######## stream_fifo ########
Figure 1. Drive-strength map (stream_fifo).
Drawn at 2 px/um.
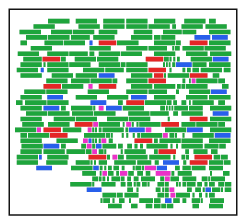

`src/rtl/stream_fifo_pkg.sv`:
```
// stream_fifo_pkg: shared pointer sizing and parameter legality helpers for stream_fifo
package stream_fifo_pkg;
  function automatic int ptr_width(int depth);
    return $clog2(depth) + 1;
  endfunction
  function automatic bit params_ok(int width, int depth, int af, int ae);
    return width >= 1 && depth >= 2 && (depth & (depth - 1)) == 0 &&
           af >= 1 && af <= depth && ae >= 0 && ae < depth;
  endfunction
endpackage

```
`src/rtl/stream_fifo_ram.sv`:
```
// stream_fifo_ram: unreset storage with one synchronous write port and one combinational read port
module stream_fifo_ram #(
  parameter int WIDTH = 8,
  parameter int DEPTH = 16,
  parameter int AW = $clog2(DEPTH)
) (
  input  logic             clk,
  input  logic             we,
  input  logic [AW-1:0]    waddr,
  input  logic [WIDTH-1:0] wdata,
  input  logic [AW-1:0]    raddr,
  output logic [WIDTH-1:0] rdata
);
  logic [WIDTH-1:0] mem [DEPTH];
  always_ff @(posedge clk)
    if (we) mem[waddr] <= wdata;
  assign rdata = mem[raddr];
endmodule

```
`src/rtl/stream_fifo.sv`:
```
// stream_fifo: valid/ready FIFO with registered first-word-fall-through head, occupancy count and level flags
module stream_fifo
  import stream_fifo_pkg::*;
#(
  parameter int WIDTH = 8,
  parameter int DEPTH = 16,
  parameter int AF_LEVEL = DEPTH - 2,
  parameter int AE_LEVEL = 2
) (
  input  logic                   clk,
  input  logic                   rst_n,
  input  logic                   flush,
  input  logic                   in_valid,
  output logic                   in_ready,
  input  logic [WIDTH-1:0]       in_data,
  output logic                   out_valid,
  input  logic                   out_ready,
  output logic [WIDTH-1:0]       out_data,
  output logic [$clog2(DEPTH):0] count,
  output logic                   almost_full,
  output logic                   almost_empty
);
  localparam int PW = ptr_width(DEPTH);
  localparam int AW = PW - 1;
  if (!params_ok(WIDTH, DEPTH, AF_LEVEL, AE_LEVEL)) begin : g_bad_params
    $error("stream_fifo: illegal WIDTH/DEPTH/AF_LEVEL/AE_LEVEL");
  end
  logic [PW-1:0] wr_ptr, rd_ptr, count_next;
  logic [WIDTH-1:0] ram_rdata;
  logic clr, push, pop, ram_empty, load, ram_we;
  // The RAM holds only words behind the head register, so it never needs more than DEPTH-1 slots
  always_comb begin
    clr = !rst_n | flush;
    push = in_valid & in_ready & !clr;
    pop = out_valid & out_ready & !clr;
    ram_empty = wr_ptr == rd_ptr;
    load = !out_valid | pop;
    ram_we = push & !(load & ram_empty);
    count_next = clr ? '0 : count + PW'(push) - PW'(pop);
  end
  stream_fifo_ram #(.WIDTH(WIDTH), .DEPTH(DEPTH), .AW(AW)) u_ram (
    .clk   (clk),
    .we    (ram_we),
    .waddr (wr_ptr[AW-1:0]),
    .wdata (in_data),
    .raddr (rd_ptr[AW-1:0]),
    .rdata (ram_rdata)
  );
  always_ff @(posedge clk) begin
    count <= count_next;
    in_ready <= count_next < PW'(DEPTH);
    almost_full <= count_next >= PW'(AF_LEVEL);
    almost_empty <= count_next <= PW'(AE_LEVEL);
    if (clr) begin
      wr_ptr <= '0;
      rd_ptr <= '0;
      out_valid <= 1'b0;
    end else begin
      if (ram_we) wr_ptr <= wr_ptr + PW'(1);
      if (load) out_valid <= !ram_empty | push;
      if (load && !ram_empty) rd_ptr <= rd_ptr + PW'(1);
    end
    if (!rst_n) out_data <= '0;
    else if (!flush && load && (!ram_empty || push)) out_data <= ram_empty ? in_data : ram_rdata;
  end
endmodule
```
`config.mk`:
```
export PLATFORM = sky130hd
export DESIGN_NAME = stream_fifo
export DESIGN_NICKNAME = d
export VERILOG_FILES = /design/src/rtl/stream_fifo_pkg.sv /design/src/rtl/stream_fifo_ram.sv /design/src/rtl/stream_fifo.sv
export SDC_FILE = /design/constraint.sdc
export NUM_CORES = 1
export LEC_CHECK = 0
export CAP_MARGIN = 40
export CORE_ASPECT_RATIO = 0.9
export CORE_MARGIN = 2
export CORE_UTILIZATION = 59
export CTS_CLUSTER_SIZE = 30
export DETAILED_ROUTE_END_ITERATION = 10
export PLACE_DENSITY_LB_ADDON = 0.3
export RECOVER_POWER = 25
export SYNTH_ARGS = -nofsm -noshare
export SYNTH_HDL_FRONTEND = slang
export SYNTH_HIERARCHICAL = 1
export SYNTH_SLANG_ARGS = --single-unit
export TNS_END_PERCENT = 30
```
`constraint.sdc`:
```
create_clock -name clk -period 3.3 [get_ports clk]
set_input_delay 0.495 -clock clk [delete_from_list [all_inputs] [get_ports clk]]
set_output_delay 0.495 -clock clk [all_outputs]
set_load 0.01 [all_outputs]
```
######## alarma_buzzer_secuencial_flat ########
File: src/rtl/alarma_buzzer_secuencial_if.sv
// Alarm/buzzer signal bundle between the alarm-decision logic and the buzzer sequencer.
// The master drives the request and acknowledge; the slave drives the buzzer status.
interface alarma_buzzer_secuencial_if;
    logic       sAlr;
    logic       sAck;
    logic       sBuz;
    logic       sActiva;
    logic       sSil;
    logic [3:0] nBeeps;

    modport master (
        output sAlr,
        output sAck,
        input  sBuz,
        input  sActiva,
        input  sSil,
        input  nBeeps
    );

    modport slave (
        input  sAlr,
        input  sAck,
        output sBuz,
        output sActiva,
        output sSil,
        output nBeeps
    );
endinterface

File: src/rtl/alarma_buzzer_secuencial.sv
// Debounced alarm buzzer sequencer: it confirms the alarm request, plays a
// limited number of on/off beeps, then stays silent until the request drops.
module alarma_buzzer_secuencial #(
    parameter int unsigned DEB_CYC   = 4,
    parameter int unsigned ON_CYC    = 8,
    parameter int unsigned OFF_CYC   = 8,
    parameter int unsigned MAX_BEEPS = 5
) (
    input  logic                       clk,
    input  logic                       reset,
    alarma_buzzer_secuencial_if.slave  bus
);

    typedef enum logic [2:0] {
        REPOSO,
        CONFIRMA,
        PITA_ON,
        PITA_OFF,
        SILENCIO
    } state_t;

    localparam logic [7:0] DEB_LAST = 8'(DEB_CYC - 1);
    localparam logic [7:0] ON_LAST  = 8'(ON_CYC - 1);
    localparam logic [7:0] OFF_LAST = 8'(OFF_CYC - 1);
    localparam logic [3:0] MAX_B    = 4'(MAX_BEEPS);

    state_t     state_q, state_d;
    logic [7:0] tmr_q, tmr_d;
    logic [3:0] cnt_q, cnt_d;
    logic       buz_q, act_q, sil_q;

    always_comb begin
        state_d = state_q;
        tmr_d   = tmr_q;
        cnt_d   = cnt_q;
        unique case (state_q)
            REPOSO: begin
                if (bus.sAlr) begin
                    if (DEB_CYC > 1) begin
                        state_d = CONFIRMA;
                        tmr_d   = 8'd1;
                    end else begin
                        state_d = PITA_ON;
                        tmr_d   = 8'd0;
                        cnt_d   = cnt_q + 4'd1;
                    end
                end
            end
            CONFIRMA: begin
                if (!bus.sAlr) begin
                    state_d = REPOSO;
                    tmr_d   = 8'd0;
                    cnt_d   = 4'd0;
                end else if (bus.sAck) begin
                    state_d = SILENCIO;
                    tmr_d   = 8'd0;
                end else if (tmr_q == DEB_LAST) begin
                    state_d = PITA_ON;
                    tmr_d   = 8'd0;
                    cnt_d   = cnt_q + 4'd1;
                end else begin
                    tmr_d = tmr_q + 8'd1;
                end
            end
            PITA_ON: begin
                if (!bus.sAlr) begin
                    state_d = REPOSO;
                    tmr_d   = 8'd0;
                    cnt_d   = 4'd0;
                end else if (bus.sAck) begin
                    state_d = SILENCIO;
                    tmr_d   = 8'd0;
                end else if (tmr_q == ON_LAST) begin
                    state_d = PITA_OFF;
                    tmr_d   = 8'd0;
                end else begin
                    tmr_d = tmr_q + 8'd1;
                end
            end
            PITA_OFF: begin
                if (!bus.sAlr) begin
                    state_d = REPOSO;
                    tmr_d   = 8'd0;
                    cnt_d   = 4'd0;
                end else if (bus.sAck) begin
                    state_d = SILENCIO;
                    tmr_d   = 8'd0;
                end else if (tmr_q == OFF_LAST) begin
                    // Last beep played: the counter never exceeds MAX_BEEPS.
                    if (cnt_q == MAX_B) begin
                        state_d = SILENCIO;
                        tmr_d   = 8'd0;
                    end else begin
                        state_d = PITA_ON;
                        tmr_d   = 8'd0;
                        cnt_d   = cnt_q + 4'd1;
                    end
                end else begin
                    tmr_d = tmr_q + 8'd1;
                end
            end
            SILENCIO: begin
                if (!bus.sAlr) begin
                    state_d = REPOSO;
                    tmr_d   = 8'd0;
                    cnt_d   = 4'd0;
                end
            end
            default: begin
                state_d = REPOSO;
                tmr_d   = 8'd0;
                cnt_d   = 4'd0;
            end
        endcase
    end

    always_ff @(posedge clk) begin
        if (reset) begin
            state_q <= REPOSO;
            tmr_q   <= 8'd0;
            cnt_q   <= 4'd0;
            buz_q   <= 1'b0;
            act_q   <= 1'b0;
            sil_q   <= 1'b0;
        end else begin
            state_q <= state_d;
            tmr_q   <= tmr_d;
            cnt_q   <= cnt_d;
            buz_q   <= (state_d == PITA_ON);
            act_q   <= (state_d == PITA_ON) || (state_d == PITA_OFF);
            sil_q   <= (state_d == SILENCIO);
        end
    end

    assign bus.sBuz    = buz_q;
    assign bus.sActiva = act_q;
    assign bus.sSil    = sil_q;
    assign bus.nBeeps  = cnt_q;

endmodule
File: src/flat_wrapper.sv
// flat-port wrapper written by rule: the top's interface ports become plain ports
module alarma_buzzer_secuencial_flat 
#(
    parameter int unsigned DEB_CYC   = 4,
    parameter int unsigned ON_CYC    = 8,
    parameter int unsigned OFF_CYC   = 8,
    parameter int unsigned MAX_BEEPS = 5
)
  (clk, reset, bus_sAlr, bus_sAck, bus_sBuz, bus_sActiva, bus_sSil, bus_nBeeps);
  alarma_buzzer_secuencial_if bus_i ();
  input  logic clk;
  input  logic reset;
  input wire logic [$bits(bus_i.sAlr)-1:0] bus_sAlr;
  input wire logic [$bits(bus_i.sAck)-1:0] bus_sAck;
  output wire logic [$bits(bus_i.sBuz)-1:0] bus_sBuz;
  output wire logic [$bits(bus_i.sActiva)-1:0] bus_sActiva;
  output wire logic [$bits(bus_i.sSil)-1:0] bus_sSil;
  output wire logic [$bits(bus_i.nBeeps)-1:0] bus_nBeeps;
  assign bus_i.sAlr = bus_sAlr;
  assign bus_i.sAck = bus_sAck;
  assign bus_sBuz = bus_i.sBuz;
  assign bus_sActiva = bus_i.sActiva;
  assign bus_sSil = bus_i.sSil;
  assign bus_nBeeps = bus_i.nBeeps;
  alarma_buzzer_secuencial #(.DEB_CYC(DEB_CYC), .ON_CYC(ON_CYC), .OFF_CYC(OFF_CYC), .MAX_BEEPS(MAX_BEEPS)) u_core (.clk(clk), .reset(reset), .bus(bus_i));
endmodule
File: config.mk
export PLATFORM = sky130hd
export DESIGN_NAME = alarma_buzzer_secuencial_flat
export DESIGN_NICKNAME = d
export VERILOG_FILES = /design/src/rtl/alarma_buzzer_secuencial_if.sv /design/src/rtl/alarma_buzzer_secuencial.sv /design/src/flat_wrapper.sv
export SDC_FILE = /design/constraint.sdc
export NUM_CORES = 1
export LEC_CHECK = 0
export ABC_AREA = 1
export ABC_CLOCK_PERIOD_IN_PS = 1300
export CORE_ASPECT_RATIO = 1.5
export CORE_MARGIN = 4
export CORE_UTILIZATION = 35
export DETAILED_ROUTE_END_ITERATION = 6
export SYNTH_ARGS = -nofsm -noshare
export SYNTH_HDL_FRONTEND = slang
export SYNTH_SLANG_ARGS = --single-unit
export TNS_END_PERCENT = 10
File: constraint.sdc
create_clock -name clk -period 1.3 [get_ports clk]
set_input_delay 0.325 -clock clk [delete_from_list [all_inputs] [get_ports clk]]
set_output_delay 0.325 -clock clk [all_outputs]
set_load 0.02 [all_outputs]

## Gallery

Cell placement.
image #1
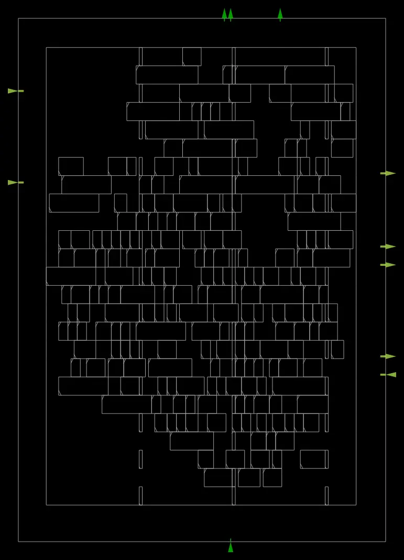
image #2
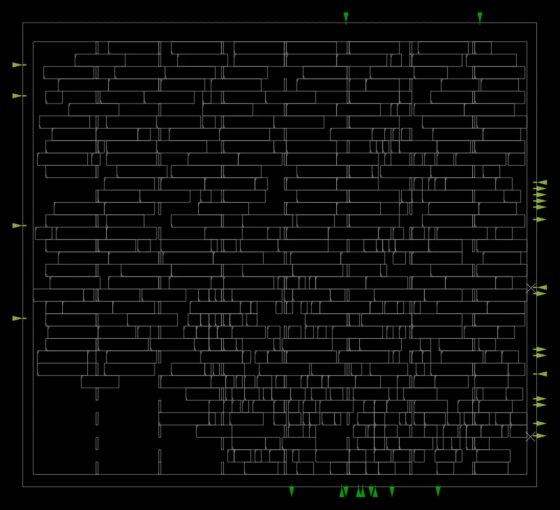
Of these, most sequential cells: image #2
Of these, highest utilization: image #2
Image #1 is alarma_buzzer_secuencial_flat.
Image #2 is stream_fifo.

Figure 2. Wire density map (alarma_buzzer_secuencial_flat).
Drawn at 4 px/um. The die is cut into 11 by 16 equal tiles; dark purple is low, yellow is high, scaled to the fullest tile. Values are wire area over tile area, all layers added.
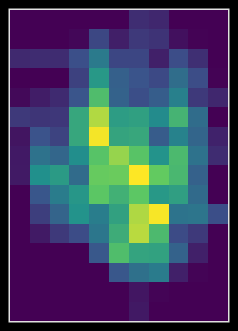
- nearly empty tiles: 34%
- densest ninth of the die: middle
- emptiest ninth of the die: bottom left
- mean over tiles: 0.12

==> results.py, alarma_buzzer_secuencial_flat <==
# Auto-generated metrics
metrics = {
    "outcome": {
        "status": "finished, violations left",
        "violations": "negative setup slack",
    },
    "synth": {
        "edf_count": 0,
        "async_flop_share_pct": 0,
        "ys_seq_share_pct": 31.72,
        "ys_sh_adder_pct": 3.304,
        "syn_area_per_cell_sq_um": 6.455,
        "yosysChipArea_sq_um": 1136,
    },
    "clocking": {
        "cts_root_buf": "clkbuf_8",
        "clk_pin_slew_ns": 0.08,
    },
    "power_and_ir_drop": {
        "total_power_mw": 1.268,
    },
    "routing": {
        "drtIter0Drc": 25,
    },
    "sta": {
        "setup_viol": 11,
        "period_needed_ns": 1.387,
        "worst_slack_ns": -0.08724,
        "hold_viol": 0,
    },
    "die": {
        "die_h_um": 77.78,
        "fp-utilization_pct": 36.32,
    },
    "critical_path": {
        "required_ns": 1.46,
        "cp.buffers_inverters": 1,
    },
    "grt": {
        "grtUsageMet2_pct": 32.01,
    },
    "cells_and_area": {
        "lay_top_count": "nand2_1",
        "buffers_excl_clock": 40,
    },
    "hold_path": {
        "hp-start": "u_core.bus.nBeeps[1]",
    },
}
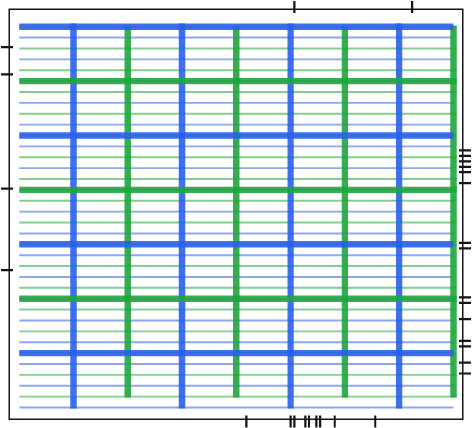
Figure 3: stream_fifo, PDN straps and rails.
Drawn at 4 px/um. Pins as bars on the die edge.
- blue: VSS
- green: VDD
- signal pins: 30
- met1 rails: 36
die height: 102.1 um
DIE WIDTH: 113.0 um
VDD IR max: 0.4115 mV
core box area: 10330 sq um

About Figure 1:
- red: _6 and larger (cells 21; share 5.0%)
- blue: _2 cells (cells 28; share 6.6%)
- green: _0 and _1 cells (cells 354; share 83%)
- magenta: _3 and _4 cells (cells 21; share 5.0%)

==> results.py, stream_fifo <==
# Auto-generated metrics
metrics = {
    "placed_design": {
        "gp_congestion": 0.7789,
        "place_inst": 521,
    },
    "cells_and_area": {
        "antenna_cells": 0,
        "fin_cells": 553,
    },
    "sta": {
        "finalCritPeriodShare_pct": 89.08,
        "relSlewSlack_pct": 41.53,
    },
    "critical_path": {
        "cp-start-kind": "primary input",
        "endpoint": "almost_empty",
    },
    "synth": {
        "synth-simple-area-share_pct": 6.248,
        "yosysCellCount": 364,
        "ys_sh_aoi_pct": 5.891,
        "syn_inst": 364,
    },
    "hold_path": {
        "hp-class": "reg -> reg",
        "hp-start": "wr_ptr[4]",
    },
    "routing": {
        "drcViolationCount": 2,
        "wl_met1_mm": 5.553,
    },
    "grt": {
        "grtUsageMet3_pct": 6.702,
        "grt.overflow.total": 0,
    },
    "outcome": {
        "status": "finished, violations left",
        "violations": "design-rule violations",
    },
    "die": {
        "n_tap_cell": 129,
    },
    "power_and_ir_drop": {
        "p_leak_nw": 2.427,
    },
}

######## controlador_multiciclo ########
<file path="src/rtl/controlador_multiciclo.sv">
// -----------------------------------------------------------------------------
// controlador_multiciclo
//
// Multicycle sequencer for the processor datapath. Each instruction is stepped
// through BUSCA (fetch), DECODIFICA, EXECUTA, MEMORIA and ESCRITA. The block
// emits one-cycle write enables that gate PC, IR, the register file and the
// data memory. Instruction and data memory share a single port, so this block
// also owns the memory wait counter and the timeout that sends it to ERRO.
//
// Parameters
//   MAX_ESPERA   max consecutive cycles waiting on mem_pronto (1..255)
//   LARG_ESPERA  width of the internal wait counter
//
// Ports
//   clock        system clock, all state updates on the rising edge
//   reset        synchronous active-low reset (0 = reset)
//   Halt, EscReg, Beq, Salto, LerMem, EscMem
//                decoded control signals, driven from IR
//   Zero         ALU zero flag, meaningful in EXECUTA
//   mem_pronto   shared memory port finished its access this cycle
//   LerInstr     instruction read request
//   EscIR        load IR
//   EscPC        PC <= PC + 1
//   EscPCDesvio  PC <= branch/jump target
//   LerMemDados  data read request
//   EscMemDados  data write request
//   EscRegEn     register file write enable
//   estado       current state code
//   parado       halted (sticky until reset)
//   erro         fault (sticky until reset)
//
// Optional feature (compile-time macro CONTADOR_CICLOS_EN)
//   When defined, adds the outputs ciclos[31:0] (cycles spent outside
//   PARADO/ERRO) and instrucoes[31:0] (instructions retired). Both clear on
//   reset and wrap silently. When undefined those ports do not exist.
// -----------------------------------------------------------------------------
module controlador_multiciclo #(
  parameter int unsigned MAX_ESPERA  = 15,
  parameter int unsigned LARG_ESPERA = 8
) (
  input  logic        clock,
  input  logic        reset,
  input  logic        Halt,
  input  logic        EscReg,
  input  logic        Beq,
  input  logic        Salto,
  input  logic        LerMem,
  input  logic        EscMem,
  input  logic        Zero,
  input  logic        mem_pronto,
  output logic        LerInstr,
  output logic        EscIR,
  output logic        EscPC,
  output logic        EscPCDesvio,
  output logic        LerMemDados,
  output logic        EscMemDados,
  output logic        EscRegEn,
  output logic [2:0]  estado,
  output logic        parado,
  output logic        erro
`ifdef CONTADOR_CICLOS_EN
  ,
  output logic [31:0] ciclos,
  output logic [31:0] instrucoes
`endif
);

  typedef enum logic [2:0] {
    BUSCA      = 3'd0,
    DECODIFICA = 3'd1,
    EXECUTA    = 3'd2,
    MEMORIA    = 3'd3,
    ESCRITA    = 3'd4,
    PARADO     = 3'd5,
    ERRO       = 3'd6
  } estado_t;

  localparam logic [LARG_ESPERA-1:0] MAX_CNT = LARG_ESPERA'(MAX_ESPERA);

  estado_t                state_q;
  estado_t                state_d;
  logic [LARG_ESPERA-1:0] espera_q;
  logic [LARG_ESPERA-1:0] espera_d;
  logic                   espera_inc;

  // ---------------------------------------------------------------------------
  // Next-state logic
  // ---------------------------------------------------------------------------
  always_comb begin
    state_d    = state_q;
    espera_inc = 1'b0;
    case (state_q)
      BUSCA: begin
        // A completing access always wins over the timeout.
        if (mem_pronto) begin
          state_d = DECODIFICA;
        end else if (espera_q == MAX_CNT) begin
          state_d = ERRO;
        end else begin
          espera_inc = 1'b1;
        end
      end
      DECODIFICA: begin
        if (Halt) begin
          state_d = PARADO;
        end else if (LerMem && EscMem) begin
          // A simultaneous load and store cannot be sequenced on one port.
          state_d = ERRO;
        end else begin
          state_d = EXECUTA;
        end
      end
      EXECUTA: begin
        if (LerMem || EscMem) begin
          state_d = MEMORIA;
        end else if (Salto || Beq) begin
          // Control transfers never write back, even if EscReg is set.
          state_d = BUSCA;
        end else if (EscReg) begin
          state_d = ESCRITA;
        end else begin
          state_d = BUSCA;
        end
      end
      MEMORIA: begin
        if (mem_pronto) begin
          state_d = LerMem ? ESCRITA : BUSCA;
        end else if (espera_q == MAX_CNT) begin
          state_d = ERRO;
        end else begin
          espera_inc = 1'b1;
        end
      end
      ESCRITA: state_d = BUSCA;
      PARADO:  state_d = PARADO;
      ERRO:    state_d = ERRO;
      default: state_d = ERRO;  // illegal code 7
    endcase
  end

  // The wait counter measures consecutive stalled cycles inside one state, so
  // any state change starts it afresh.
  always_comb begin
    espera_d = espera_q;
    if (state_d != state_q) begin
      espera_d = '0;
    end else if (espera_inc) begin
      espera_d = espera_q + 1'b1;
    end
  end

  always_ff @(posedge clock) begin
    if (!reset) begin
      state_q  <= BUSCA;
      espera_q <= '0;
    end else begin
      state_q  <= state_d;
      espera_q <= espera_d;
    end
  end

  // ---------------------------------------------------------------------------
  // Output decode. Moore on state_q, except the fetch enables (which follow
  // mem_pronto) and the branch enable (which follows Salto/Beq/Zero).
  // Everything except estado is forced low while reset is asserted.
  // ---------------------------------------------------------------------------
  assign estado = state_q;

  always_comb begin
    LerInstr    = 1'b0;
    EscIR       = 1'b0;
    EscPC       = 1'b0;
    EscPCDesvio = 1'b0;
    LerMemDados = 1'b0;
    EscMemDados = 1'b0;
    EscRegEn    = 1'b0;
    parado      = 1'b0;
    erro        = 1'b0;
    if (reset) begin
      case (state_q)
        BUSCA: begin
          LerInstr = 1'b1;
          EscIR    = mem_pronto;
          EscPC    = mem_pronto;
        end
        EXECUTA: begin
          EscPCDesvio = Salto | (Beq & Zero);
        end
        MEMORIA: begin
          LerMemDados = LerMem;
          EscMemDados = EscMem;
        end
        ESCRITA: begin
          EscRegEn = 1'b1;
        end
        PARADO: begin
          parado = 1'b1;
        end
        ERRO: begin
          erro = 1'b1;
        end
        default: begin
        end
      endcase
    end
  end

`ifdef CONTADOR_CICLOS_EN
  // ---------------------------------------------------------------------------
  // Performance counters
  // ---------------------------------------------------------------------------
  logic [31:0] ciclos_q;
  logic [31:0] ciclos_d;
  logic [31:0] instrucoes_q;
  logic [31:0] instrucoes_d;
  logic        retira;

  // An instruction retires when the sequencer returns to fetch from any of
  // the states that can end an instruction.
  assign retira = (state_d == BUSCA) &&
                  ((state_q == EXECUTA) || (state_q == MEMORIA) ||
                   (state_q == ESCRITA));

  always_comb begin
    ciclos_d     = ciclos_q;
    instrucoes_d = instrucoes_q;
    if ((state_q != PARADO) && (state_q != ERRO)) begin
      ciclos_d = ciclos_q + 32'd1;
    end
    if (retira) begin
      instrucoes_d = instrucoes_q + 32'd1;
    end
  end

  always_ff @(posedge clock) begin
    if (!reset) begin
      ciclos_q     <= '0;
      instrucoes_q <= '0;
    end else begin
      ciclos_q     <= ciclos_d;
      instrucoes_q <= instrucoes_d;
    end
  end

  assign ciclos     = reset ? ciclos_q     : 32'd0;
  assign instrucoes = reset ? instrucoes_q : 32'd0;
`endif

endmodule

</file>
<file path="config.mk">
export PLATFORM = sky130hd
export DESIGN_NAME = controlador_multiciclo
export DESIGN_NICKNAME = d
export VERILOG_FILES = /design/src/rtl/controlador_multiciclo.sv
export SDC_FILE = /design/constraint.sdc
export NUM_CORES = 1
export LEC_CHECK = 0
export CAP_MARGIN = 20
export CORE_MARGIN = 4
export CORE_UTILIZATION = 49
export CTS_CLUSTER_DIAMETER = 120
export DETAILED_ROUTE_END_ITERATION = 10
export GPL_TIMING_DRIVEN = 0
export PLACE_DENSITY = 0.89
export SLEW_MARGIN = 20
export SYNTH_ARGS = -nofsm -noshare
export SYNTH_HDL_FRONTEND = slang
export SYNTH_SLANG_ARGS = --single-unit
</file>
<file path="constraint.sdc">
create_clock -name clock -period 3.56 [get_ports clock]
set_input_delay 0.356 -clock clock [delete_from_list [all_inputs] [get_ports clock]]
set_output_delay 0.356 -clock clock [all_outputs]
set_load 0.02 [all_outputs]
</file>
######## bist_sequencer ########
File: config.mk
export PLATFORM = sky130hd
export DESIGN_NAME = bist_sequencer
export DESIGN_NICKNAME = d
export VERILOG_FILES = /design/src/rtl/bist_sequencer.sv
export SDC_FILE = /design/constraint.sdc
export NUM_CORES = 1
export LEC_CHECK = 0
export CAP_MARGIN = 25
export CORE_ASPECT_RATIO = 1.5
export CORE_UTILIZATION = 42
export DETAILED_ROUTE_END_ITERATION = 10
export PLACE_DENSITY = 0.86
export SKIP_CTS_REPAIR_TIMING = 1
export SYNTH_ARGS = -nofsm -noshare
export SYNTH_HDL_FRONTEND = slang
export SYNTH_SLANG_ARGS = --single-unit
File: constraint.sdc
create_clock -name clk -period 1.9 [get_ports clk]
set_input_delay 0.38 -clock clk [delete_from_list [all_inputs] [get_ports clk]]
set_output_delay 0.38 -clock clk [all_outputs]
set_load 0.005 [all_outputs]
File: src/rtl/bist_sequencer.sv
// bist_sequencer: BIST controller for the ALU self-test loop.
// Latency: SEED->DONE takes 1 + PATTERN_COUNT*(CMP_LATENCY+1) cycles; done rises on the following edge.
// Backpressure: none; start is ignored while busy, abort wins over start, reset wins over both.
//
// Ports:
//   clk, rst_n (sync, active-low), start (pulse), abort (return to IDLE)
//   lfsr_cur/lfsr_nxt   : current and look-ahead LFSR pattern
//   alu_out/ref_out     : ALU-under-test and reference-model results
//   lfsr_load/lfsr_seed : seed load pulse and constant seed value
//   lfsr_step           : advance the LFSR one step
//   busy/done/pass/lockup, fail_count, first_fail_idx, pattern_idx : run status
//   signature           : MISR over alu_out (only with BIST_SIGNATURE_EN defined)
module bist_sequencer #(
  parameter int              DATA_W        = 8,
  parameter int              PATTERN_COUNT = 255,
  parameter logic [DATA_W-1:0] LFSR_SEED   = 8'h01,
  parameter int              CMP_LATENCY   = 1,
  parameter bit              STOP_ON_FAIL  = 1'b0
) (
  input  logic              clk,
  input  logic              rst_n,
  input  logic              start,
  input  logic              abort,
  input  logic [DATA_W-1:0] lfsr_cur,
  input  logic [DATA_W-1:0] lfsr_nxt,
  input  logic [DATA_W-1:0] alu_out,
  input  logic [DATA_W-1:0] ref_out,
  output logic              lfsr_load,
  output logic [DATA_W-1:0] lfsr_seed,
  output logic              lfsr_step,
  output logic              busy,
  output logic              done,
  output logic              pass,
  output logic              lockup,
  output logic [15:0]       fail_count,
  output logic [15:0]       first_fail_idx,
`ifdef BIST_SIGNATURE_EN
  output logic [DATA_W-1:0] signature,
`endif
  output logic [15:0]       pattern_idx
);

  typedef enum logic [2:0] {
    S_IDLE,
    S_SEED,
    S_WAIT,
    S_COMPARE,
    S_DONE
  } state_t;

  state_t     state;
  state_t     state_nxt;
  logic [3:0] wait_cnt;
  logic       mismatch;
  logic       locked;
  logic       last_pattern;

  assign lfsr_seed    = LFSR_SEED;
  assign mismatch     = (alu_out != ref_out);
  assign locked       = (lfsr_cur == lfsr_nxt);
  assign last_pattern = (pattern_idx == 16'(PATTERN_COUNT - 1));

  assign busy = (state == S_SEED) || (state == S_WAIT) || (state == S_COMPARE);
  assign done = (state == S_DONE);
  // fail_count and lockup are already final once DONE is reached.
  assign pass = done && (fail_count == 16'd0) && !lockup;

`ifdef BIST_SIGNATURE_EN
  // Low-order Galois feedback taps (the x^DATA_W term is implicit).
  function automatic logic [DATA_W-1:0] misr_poly();
    case (DATA_W)
      4:       return DATA_W'(32'h0000_0003);
      8:       return DATA_W'(32'h0000_0071);
      16:      return DATA_W'(32'h0000_6801);
      32:      return DATA_W'(32'h0040_0007);
      default: return DATA_W'(32'h0000_0001);
    endcase
  endfunction

  localparam logic [DATA_W-1:0] MISR_POLY = misr_poly();
`endif

  always_comb begin
    state_nxt = state;
    lfsr_load = 1'b0;
    lfsr_step = 1'b0;
    case (state)
      S_IDLE, S_DONE: begin
        if (start) state_nxt = S_SEED;
      end
      S_SEED: begin
        lfsr_load = 1'b1;
        state_nxt = S_WAIT;
      end
      S_WAIT: begin
        // Counter was loaded with CMP_LATENCY, so this is the last WAIT cycle at 1.
        if (wait_cnt <= 4'd1) state_nxt = S_COMPARE;
      end
      S_COMPARE: begin
        if (locked) begin
          state_nxt = S_DONE;
        end else if (mismatch && STOP_ON_FAIL) begin
          state_nxt = S_DONE;
        end else if (last_pattern) begin
          state_nxt = S_DONE;
        end else begin
          lfsr_step = 1'b1;
          state_nxt = S_WAIT;
        end
      end
      default: state_nxt = S_IDLE;
    endcase
    // Abort or reset suppresses any LFSR pulse on the way back to IDLE.
    if (abort || !rst_n) begin
      state_nxt = S_IDLE;
      lfsr_load = 1'b0;
      lfsr_step = 1'b0;
    end
  end

  always_ff @(posedge clk) begin
    if (!rst_n || abort) begin
      state          <= S_IDLE;
      wait_cnt       <= 4'd0;
      fail_count     <= 16'd0;
      first_fail_idx <= 16'd0;
      pattern_idx    <= 16'd0;
      lockup         <= 1'b0;
`ifdef BIST_SIGNATURE_EN
      signature      <= '0;
`endif
    end else begin
      state <= state_nxt;
      case (state)
        S_IDLE, S_DONE: begin
          if (start) begin
            fail_count     <= 16'd0;
            first_fail_idx <= 16'd0;
            pattern_idx    <= 16'd0;
            lockup         <= 1'b0;
`ifdef BIST_SIGNATURE_EN
            signature      <= '0;
`endif
          end
        end
        S_SEED: wait_cnt <= 4'(CMP_LATENCY);
        S_WAIT: wait_cnt <= wait_cnt - 4'd1;
        S_COMPARE: begin
          if (mismatch) begin
            if (fail_count != 16'hFFFF) fail_count <= fail_count + 16'd1;
            if (fail_count == 16'd0) first_fail_idx <= pattern_idx;
          end
          if (locked) lockup <= 1'b1;
          if (lfsr_step) begin
            pattern_idx <= pattern_idx + 16'd1;
            wait_cnt    <= 4'(CMP_LATENCY);
          end
`ifdef BIST_SIGNATURE_EN
          signature <= {signature[DATA_W-2:0], 1'b0}
                     ^ (signature[DATA_W-1] ? MISR_POLY : '0)
                     ^ alu_out;
`endif
        end
        default: ;
      endcase
    end
  end

endmodule

######## ft_control_flat ########
`config.mk`:
```
export PLATFORM = sky130hd
export DESIGN_NAME = ft_control_flat
export DESIGN_NICKNAME = d
export VERILOG_FILES = /design/src/rtl/ft_control_if.sv /design/src/rtl/ft_control.sv /design/src/flat_wrapper.sv
export SDC_FILE = /design/constraint.sdc
export NUM_CORES = 1
export LEC_CHECK = 0
export CAP_MARGIN = 10
export CORE_ASPECT_RATIO = 2
export CORE_UTILIZATION = 40
export DETAILED_ROUTE_END_ITERATION = 12
export PLACE_DENSITY = 0.74
export SETUP_SLACK_MARGIN = 0.15
export SLEW_MARGIN = 20
export SYNTH_ARGS = -nofsm -noshare
export SYNTH_HDL_FRONTEND = slang
export SYNTH_SLANG_ARGS = --single-unit
```
`constraint.sdc`:
```
create_clock -name clk -period 3.8 [get_ports clk]
set_input_delay 1.14 -clock clk [delete_from_list [all_inputs] [get_ports clk]]
set_output_delay 1.14 -clock clk [all_outputs]
set_load 0.005 [all_outputs]
```
`src/rtl/ft_control_if.sv`:
```
// Handshake bundle between the two lockstep cores, the result analyzer and ft_control.
// master: core/analyzer side driving commits and the compare result; slave: the controller.
interface ft_control_if #(
    parameter int NREGS = 32
);
    localparam int AW = (NREGS > 1) ? $clog2(NREGS) : 1;

    logic          commit_a;
    logic          commit_b;
    logic          mismatch;
    logic          cmp_en;
    logic          halt_a;
    logic          halt_b;
    logic          recov_we;
    logic [AW-1:0] recov_addr;
    logic [7:0]    err_count;
    logic          fatal;

    modport master (
        output commit_a, commit_b, mismatch,
        input  cmp_en, halt_a, halt_b, recov_we, recov_addr, err_count, fatal
    );

    modport slave (
        input  commit_a, commit_b, mismatch,
        output cmp_en, halt_a, halt_b, recov_we, recov_addr, err_count, fatal
    );
endinterface

```
`src/rtl/ft_control.sv`:
```
// Dual-core lockstep fault-tolerance controller: pairs commits, compares, restores checkpoints (opt. FT_TIMEOUT_EN).
// Latency: commit pair -> cmp_en 1 cycle; matched compare -> halts released 1 cycle; all outputs registered.
// Backpressure: the leading core is halted until its partner commits; both halted through compare/recovery/fatal.
module ft_control #(
    parameter int NREGS     = 32,
    parameter int MAX_RETRY = 3,
    parameter int TIMEOUT   = 64
) (
    input  logic         clk,
    input  logic         reset,
    ft_control_if.slave  bus
);
    localparam int AW = (NREGS > 1) ? $clog2(NREGS) : 1;
    localparam int RW = $clog2(MAX_RETRY + 2);

    localparam logic [2:0] IDLE    = 3'd0;
    localparam logic [2:0] WAIT_A  = 3'd1;
    localparam logic [2:0] WAIT_B  = 3'd2;
    localparam logic [2:0] COMPARE = 3'd3;
    localparam logic [2:0] RECOVER = 3'd4;
    localparam logic [2:0] FATAL   = 3'd5;

    logic [2:0]    state, state_n;
    logic [RW-1:0] retry, retry_n;
    logic [7:0]    err_q, err_n;
    logic [AW-1:0] addr_q, addr_n;
    logic          fail;
    logic          cmp_en_q, halt_a_q, halt_b_q, recov_we_q, fatal_q;

`ifdef FT_TIMEOUT_EN
    localparam int TW = $clog2(TIMEOUT + 1);
    logic [TW-1:0] tcnt, tcnt_n;
    logic          tmo;
    assign tmo = (tcnt == TW'(TIMEOUT - 1));
`endif

    always_comb begin
        state_n = state;
        retry_n = retry;
        err_n   = err_q;
        addr_n  = addr_q;
        fail    = 1'b0;
`ifdef FT_TIMEOUT_EN
        tcnt_n  = '0;
`endif
        case (state)
            IDLE: begin
                if (bus.commit_a && bus.commit_b) state_n = COMPARE;
                else if (bus.commit_a)            state_n = WAIT_B;
                else if (bus.commit_b)            state_n = WAIT_A;
            end
            WAIT_B: begin
                if (bus.commit_b) state_n = COMPARE;
`ifdef FT_TIMEOUT_EN
                else if (tmo)     fail    = 1'b1;
                else              tcnt_n  = tcnt + TW'(1);
`endif
            end
            WAIT_A: begin
                if (bus.commit_a) state_n = COMPARE;
`ifdef FT_TIMEOUT_EN
                else if (tmo)     fail    = 1'b1;
                else              tcnt_n  = tcnt + TW'(1);
`endif
            end
            COMPARE: begin
                if (bus.mismatch) begin
                    fail = 1'b1;
                end else begin
                    state_n = IDLE;
                    retry_n = '0;
                end
            end
            RECOVER: begin
                if (addr_q == AW'(NREGS - 1)) begin
                    state_n = IDLE;
                    addr_n  = '0;
                end else begin
                    addr_n  = addr_q + AW'(1);
                end
            end
            FATAL:   state_n = FATAL;
            default: state_n = IDLE;
        endcase

        // A timeout is treated exactly like a mismatching compare.
        if (fail) begin
            err_n   = (err_q == 8'hFF) ? err_q : err_q + 8'd1;
            retry_n = (retry == RW'(MAX_RETRY + 1)) ? retry : retry + RW'(1);
            state_n = (retry_n > RW'(MAX_RETRY)) ? FATAL : RECOVER;
            addr_n  = '0;
        end
    end

    always_ff @(posedge clk or posedge reset) begin
        if (reset) begin
            state      <= IDLE;
            retry      <= '0;
            err_q      <= '0;
            addr_q     <= '0;
            cmp_en_q   <= 1'b0;
            halt_a_q   <= 1'b0;
            halt_b_q   <= 1'b0;
            recov_we_q <= 1'b0;
            fatal_q    <= 1'b0;
        end else begin
            state      <= state_n;
            retry      <= retry_n;
            err_q      <= err_n;
            addr_q     <= addr_n;
            cmp_en_q   <= (state_n == COMPARE);
            halt_a_q   <= (state_n == WAIT_B) || (state_n == COMPARE) ||
                          (state_n == RECOVER) || (state_n == FATAL);
            halt_b_q   <= (state_n == WAIT_A) || (state_n == COMPARE) ||
                          (state_n == RECOVER) || (state_n == FATAL);
            recov_we_q <= (state_n == RECOVER);
            fatal_q    <= (state_n == FATAL);
        end
    end

`ifdef FT_TIMEOUT_EN
    always_ff @(posedge clk or posedge reset) begin
        if (reset) tcnt <= '0;
        else       tcnt <= tcnt_n;
    end
`endif

    assign bus.cmp_en     = cmp_en_q;
    assign bus.halt_a     = halt_a_q;
    assign bus.halt_b     = halt_b_q;
    assign bus.recov_we   = recov_we_q;
    assign bus.recov_addr = addr_q;
    assign bus.err_count  = err_q;
    assign bus.fatal      = fatal_q;
endmodule

```
`src/flat_wrapper.sv`:
```
// flat-port wrapper written by rule: the top's interface ports become plain ports
module ft_control_flat 
#(
    parameter int NREGS     = 32,
    parameter int MAX_RETRY = 3,
    parameter int TIMEOUT   = 64
)
  (clk, reset, bus_commit_a, bus_commit_b, bus_mismatch, bus_cmp_en, bus_halt_a, bus_halt_b, bus_recov_we, bus_recov_addr, bus_err_count, bus_fatal);
  ft_control_if #(.NREGS(NREGS)) bus_i ();
  input  logic clk;
  input  logic reset;
  input wire logic [$bits(bus_i.commit_a)-1:0] bus_commit_a;
  input wire logic [$bits(bus_i.commit_b)-1:0] bus_commit_b;
  input wire logic [$bits(bus_i.mismatch)-1:0] bus_mismatch;
  output wire logic [$bits(bus_i.cmp_en)-1:0] bus_cmp_en;
  output wire logic [$bits(bus_i.halt_a)-1:0] bus_halt_a;
  output wire logic [$bits(bus_i.halt_b)-1:0] bus_halt_b;
  output wire logic [$bits(bus_i.recov_we)-1:0] bus_recov_we;
  output wire logic [$bits(bus_i.recov_addr)-1:0] bus_recov_addr;
  output wire logic [$bits(bus_i.err_count)-1:0] bus_err_count;
  output wire logic [$bits(bus_i.fatal)-1:0] bus_fatal;
  assign bus_i.commit_a = bus_commit_a;
  assign bus_i.commit_b = bus_commit_b;
  assign bus_i.mismatch = bus_mismatch;
  assign bus_cmp_en = bus_i.cmp_en;
  assign bus_halt_a = bus_i.halt_a;
  assign bus_halt_b = bus_i.halt_b;
  assign bus_recov_we = bus_i.recov_we;
  assign bus_recov_addr = bus_i.recov_addr;
  assign bus_err_count = bus_i.err_count;
  assign bus_fatal = bus_i.fatal;
  ft_control #(.NREGS(NREGS), .MAX_RETRY(MAX_RETRY), .TIMEOUT(TIMEOUT)) u_core (.clk(clk), .reset(reset), .bus(bus_i));
endmodule
```
Figure 4. Where the registers sit (controlador_multiciclo).
Drawn at 8 px/um.
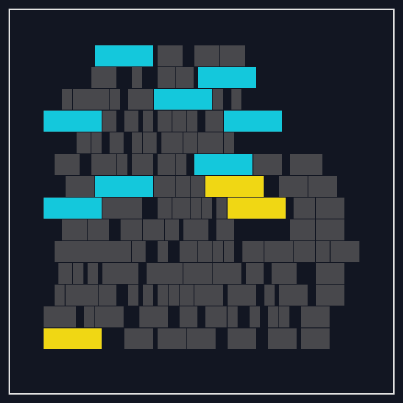
- yellow: estado (flops 3)
- cyan: espera_q (flops 8)

==> results.py, controlador_multiciclo <==
# Auto-generated metrics
metrics = {
    "outcome": {
        "status": "completed",
    },
    "clocking": {
        "cts_sinks": 11,
    },
    "die": {
        "die_w_um": 47.89,
    },
    "power_and_ir_drop": {
        "p_leak_nw": 0.3617,
    },
    "critical_path": {
        "worstPathArrival_ns": 2.16,
        "endpoint": "EscPC",
        "crit_fanout": 10,
        "critPathLaunch": "estado[0]",
    },
    "hold_path": {
        "hp-start": "espera_q[1]",
    },
    "sta": {
        "skew_ns": 0.005993,
        "hold_viol": 0,
    },
    "synth": {
        "yosysCellCount": 98,
        "ys_seq_share_pct": 28.25,
        "ys_top_cells_by_count": "21 x nor2_1, 11 x dfxtp_1, 8 x nand2_1",
    },
    "cells_and_area": {
        "clkCellAreaFrac_pct": 2.536,
        "fin_cells": 139,
    },
    "routing": {
        "wl_met1_um": 769,
    },
    "placed_design": {
        "gp_congestion": 0.8449,
    },
    "grt": {
        "grtUsageMet3_pct": 3.759,
    },
}
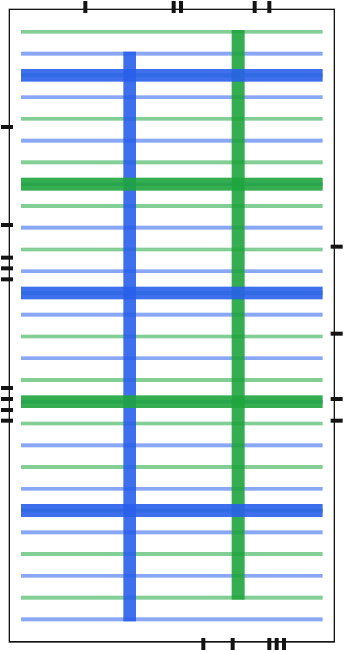
Figure 5: ft_control_flat, PDN straps and rails.
Drawn at 8 px/um. Pins as bars on the die edge.
- green: VDD
- blue: VSS
- rows: 27
- met5 straps: 5
- met4 straps: 2
- met1 rails: 28
DIE WIDTH: 40.45 um
die height: 78.89 um
VDD IR max: 0.3571 mV

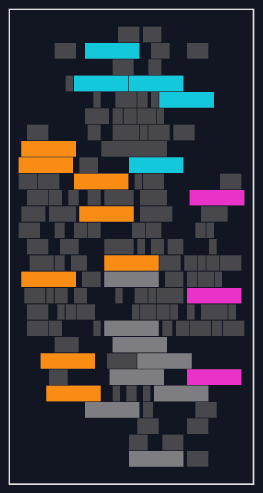
Figure 6: ft_control_flat, where the registers sit.
Drawn at 6 px/um.
- cyan: u_core.bus.recov_addr (flops 5)
- magenta: u_core.retry (flops 3)
- orange: u_core.bus.err_count (flops 8)
- not colored: 8
register area: 600.6 sq um
final core occ: 53.66%
Seq/total area: 40.40%
P_seq: 422 uW

==> results.py, ft_control_flat <==
# Auto-generated metrics
metrics = {
    "outcome": {
        "status": "completed",
    },
    "die": {
        "die_area_sq_um": 3191,
    },
    "cells_and_area": {
        "buffers_excl_clock": 22,
        "largestClassByArea": "registers",
        "lay_top_count": "dfrtp_1",
    },
    "routing": {
        "wl_met1_um": 870,
        "drt_pass1_iterations": 4,
    },
    "synth": {
        "ys_sh_adder_pct": 5.291,
        "yosysMostFrequentCell": "dfrtp_1",
        "top_area_share_pct": 50.79,
        "syn-cell-area_sq_um": 1182,
        "yosysCellCount": 109,
    },
    "clocking": {
        "ctsHtreeMaxLevel": 1,
        "cts_resized": 0,
    },
    "critical_path": {
        "reg2regPathDepth": 6,
    },
    "placed_design": {
        "place_inst": 157,
    },
    "grt": {
        "grt_pass1_vias": 890,
    },
}
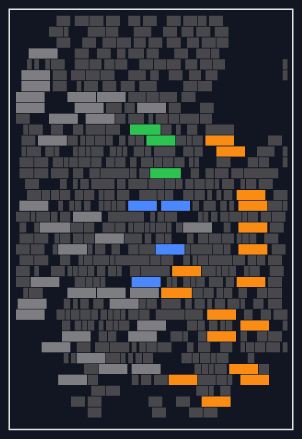
Figure 7: bist_sequencer, where the registers sit.
Drawn at 4 px/um.
- orange: fail_count (flops 16)
- blue: wait_cnt (flops 4; where middle)
- green: state (flops 3)
Seq/total area: 24.75%
P_seq: 1.18 mW
register area: 1126 sq um
final core occ: 66.40%

==> results.py, bist_sequencer <==
# Auto-generated metrics
metrics = {
    "outcome": {
        "status": "finished, violations left",
        "violations": "design-rule violations, negative setup slack",
    },
    "routing": {
        "vias": 3129,
        "drcViolationCount": 15,
        "vias_per_cell": 5.451,
        "drt_pass1_iterations": 8,
    },
    "power_and_ir_drop": {
        "total_power_mw": 2.071,
        "clock_power_share_pct": 31.7,
    },
    "sta": {
        "worst_slack_ns": -0.04466,
        "setup_viol": 2,
    },
    "cells_and_area": {
        "areaGrowthSynthToFinish_pct": 54.00,
        "drive_gt1_share_pct": 19.96,
        "nonClkBufAreaFrac_pct": 31.82,
        "antenna_cells": 0,
        "lay_top_count": "clkdlybuf4s50_1",
    },
    "synth": {
        "ys_types": 53,
        "xor_area_share_pct": 7.709,
    },
    "placed_design": {
        "dp_slack_ns": -0.4469,
        "dpl.hpwl_mm": 6.688,
        "gp_congestion": 0.8730,
        "dpl_cell_area_sq_um": 4349,
    },
    "die": {
        "rows": 37,
    },
    "critical_path": {
        "setup.worst_path.class": "reg -> out",
    },
    "clocking": {
        "clock_path_buffers": 2,
    },
}

## Gallery

Wire density map.
shot_01.png
Drawn at 8 px/um. The die is cut into 10 by 10 equal tiles; dark purple is low, yellow is high, scaled to the fullest tile. Values are wire area over tile area, all layers added.
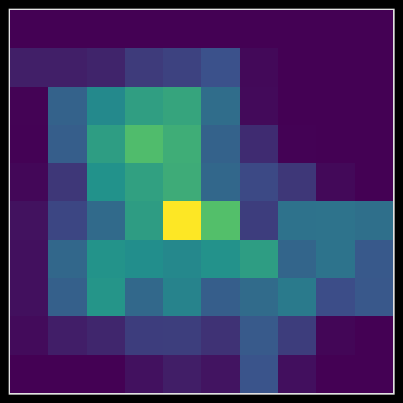
shot_02.png
Drawn at 6 px/um. The die is cut into 8 by 16 equal tiles; dark purple is low, yellow is high, scaled to the fullest tile. Values are wire area over tile area, all layers added.
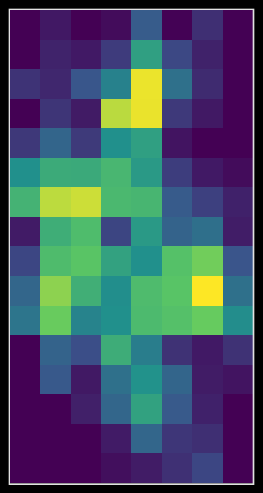
shot_03.png
Drawn at 4 px/um. The die is cut into 14 by 21 equal tiles; dark purple is low, yellow is high, scaled to the fullest tile. Values are wire area over tile area, all layers added.
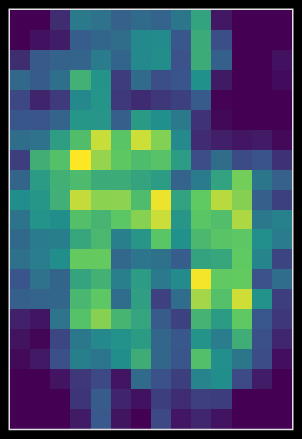
shot_03.png: bist_sequencer
shot_01.png: controlador_multiciclo
shot_02.png: ft_control_flat
Of these, smallest die: shot_01.png

Key to shot_03.png:
- fullest tile: 0.50
- emptiest ninth of the die: top right
- nearly empty tiles: 13%
- mean over tiles: 0.19



==> notes/layouts.md <==
Pictures saved along the way, in no particular order.

Drive-strength map.
(a)
Drawn at 4 px/um.
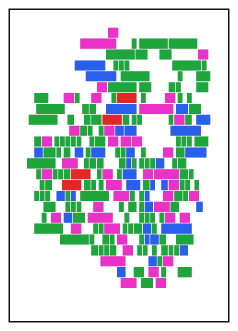
(b)
Drawn at 3 px/um.
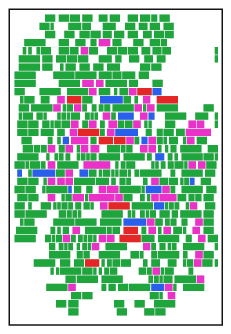
(c)
Drawn at 6 px/um.
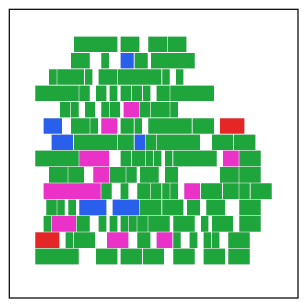
(d)
Drawn at 4 px/um.
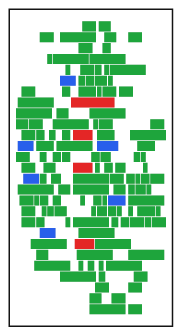
- most cells: (b)
- ft_control_flat = (d)
- alarma_buzzer_secuencial_flat = (a)
- bist_sequencer = (b)
- controlador_multiciclo = (c)

Key to (a):
- green: _0 and _1 cells (cells 142; share 65%)
- magenta: _3 and _4 cells (cells 41; share 19%)
- red: _6 and larger (cells 4; share 1.8%)
- blue: _2 cells (cells 32; share 15%)

Power and IR drop assume default switching activity.
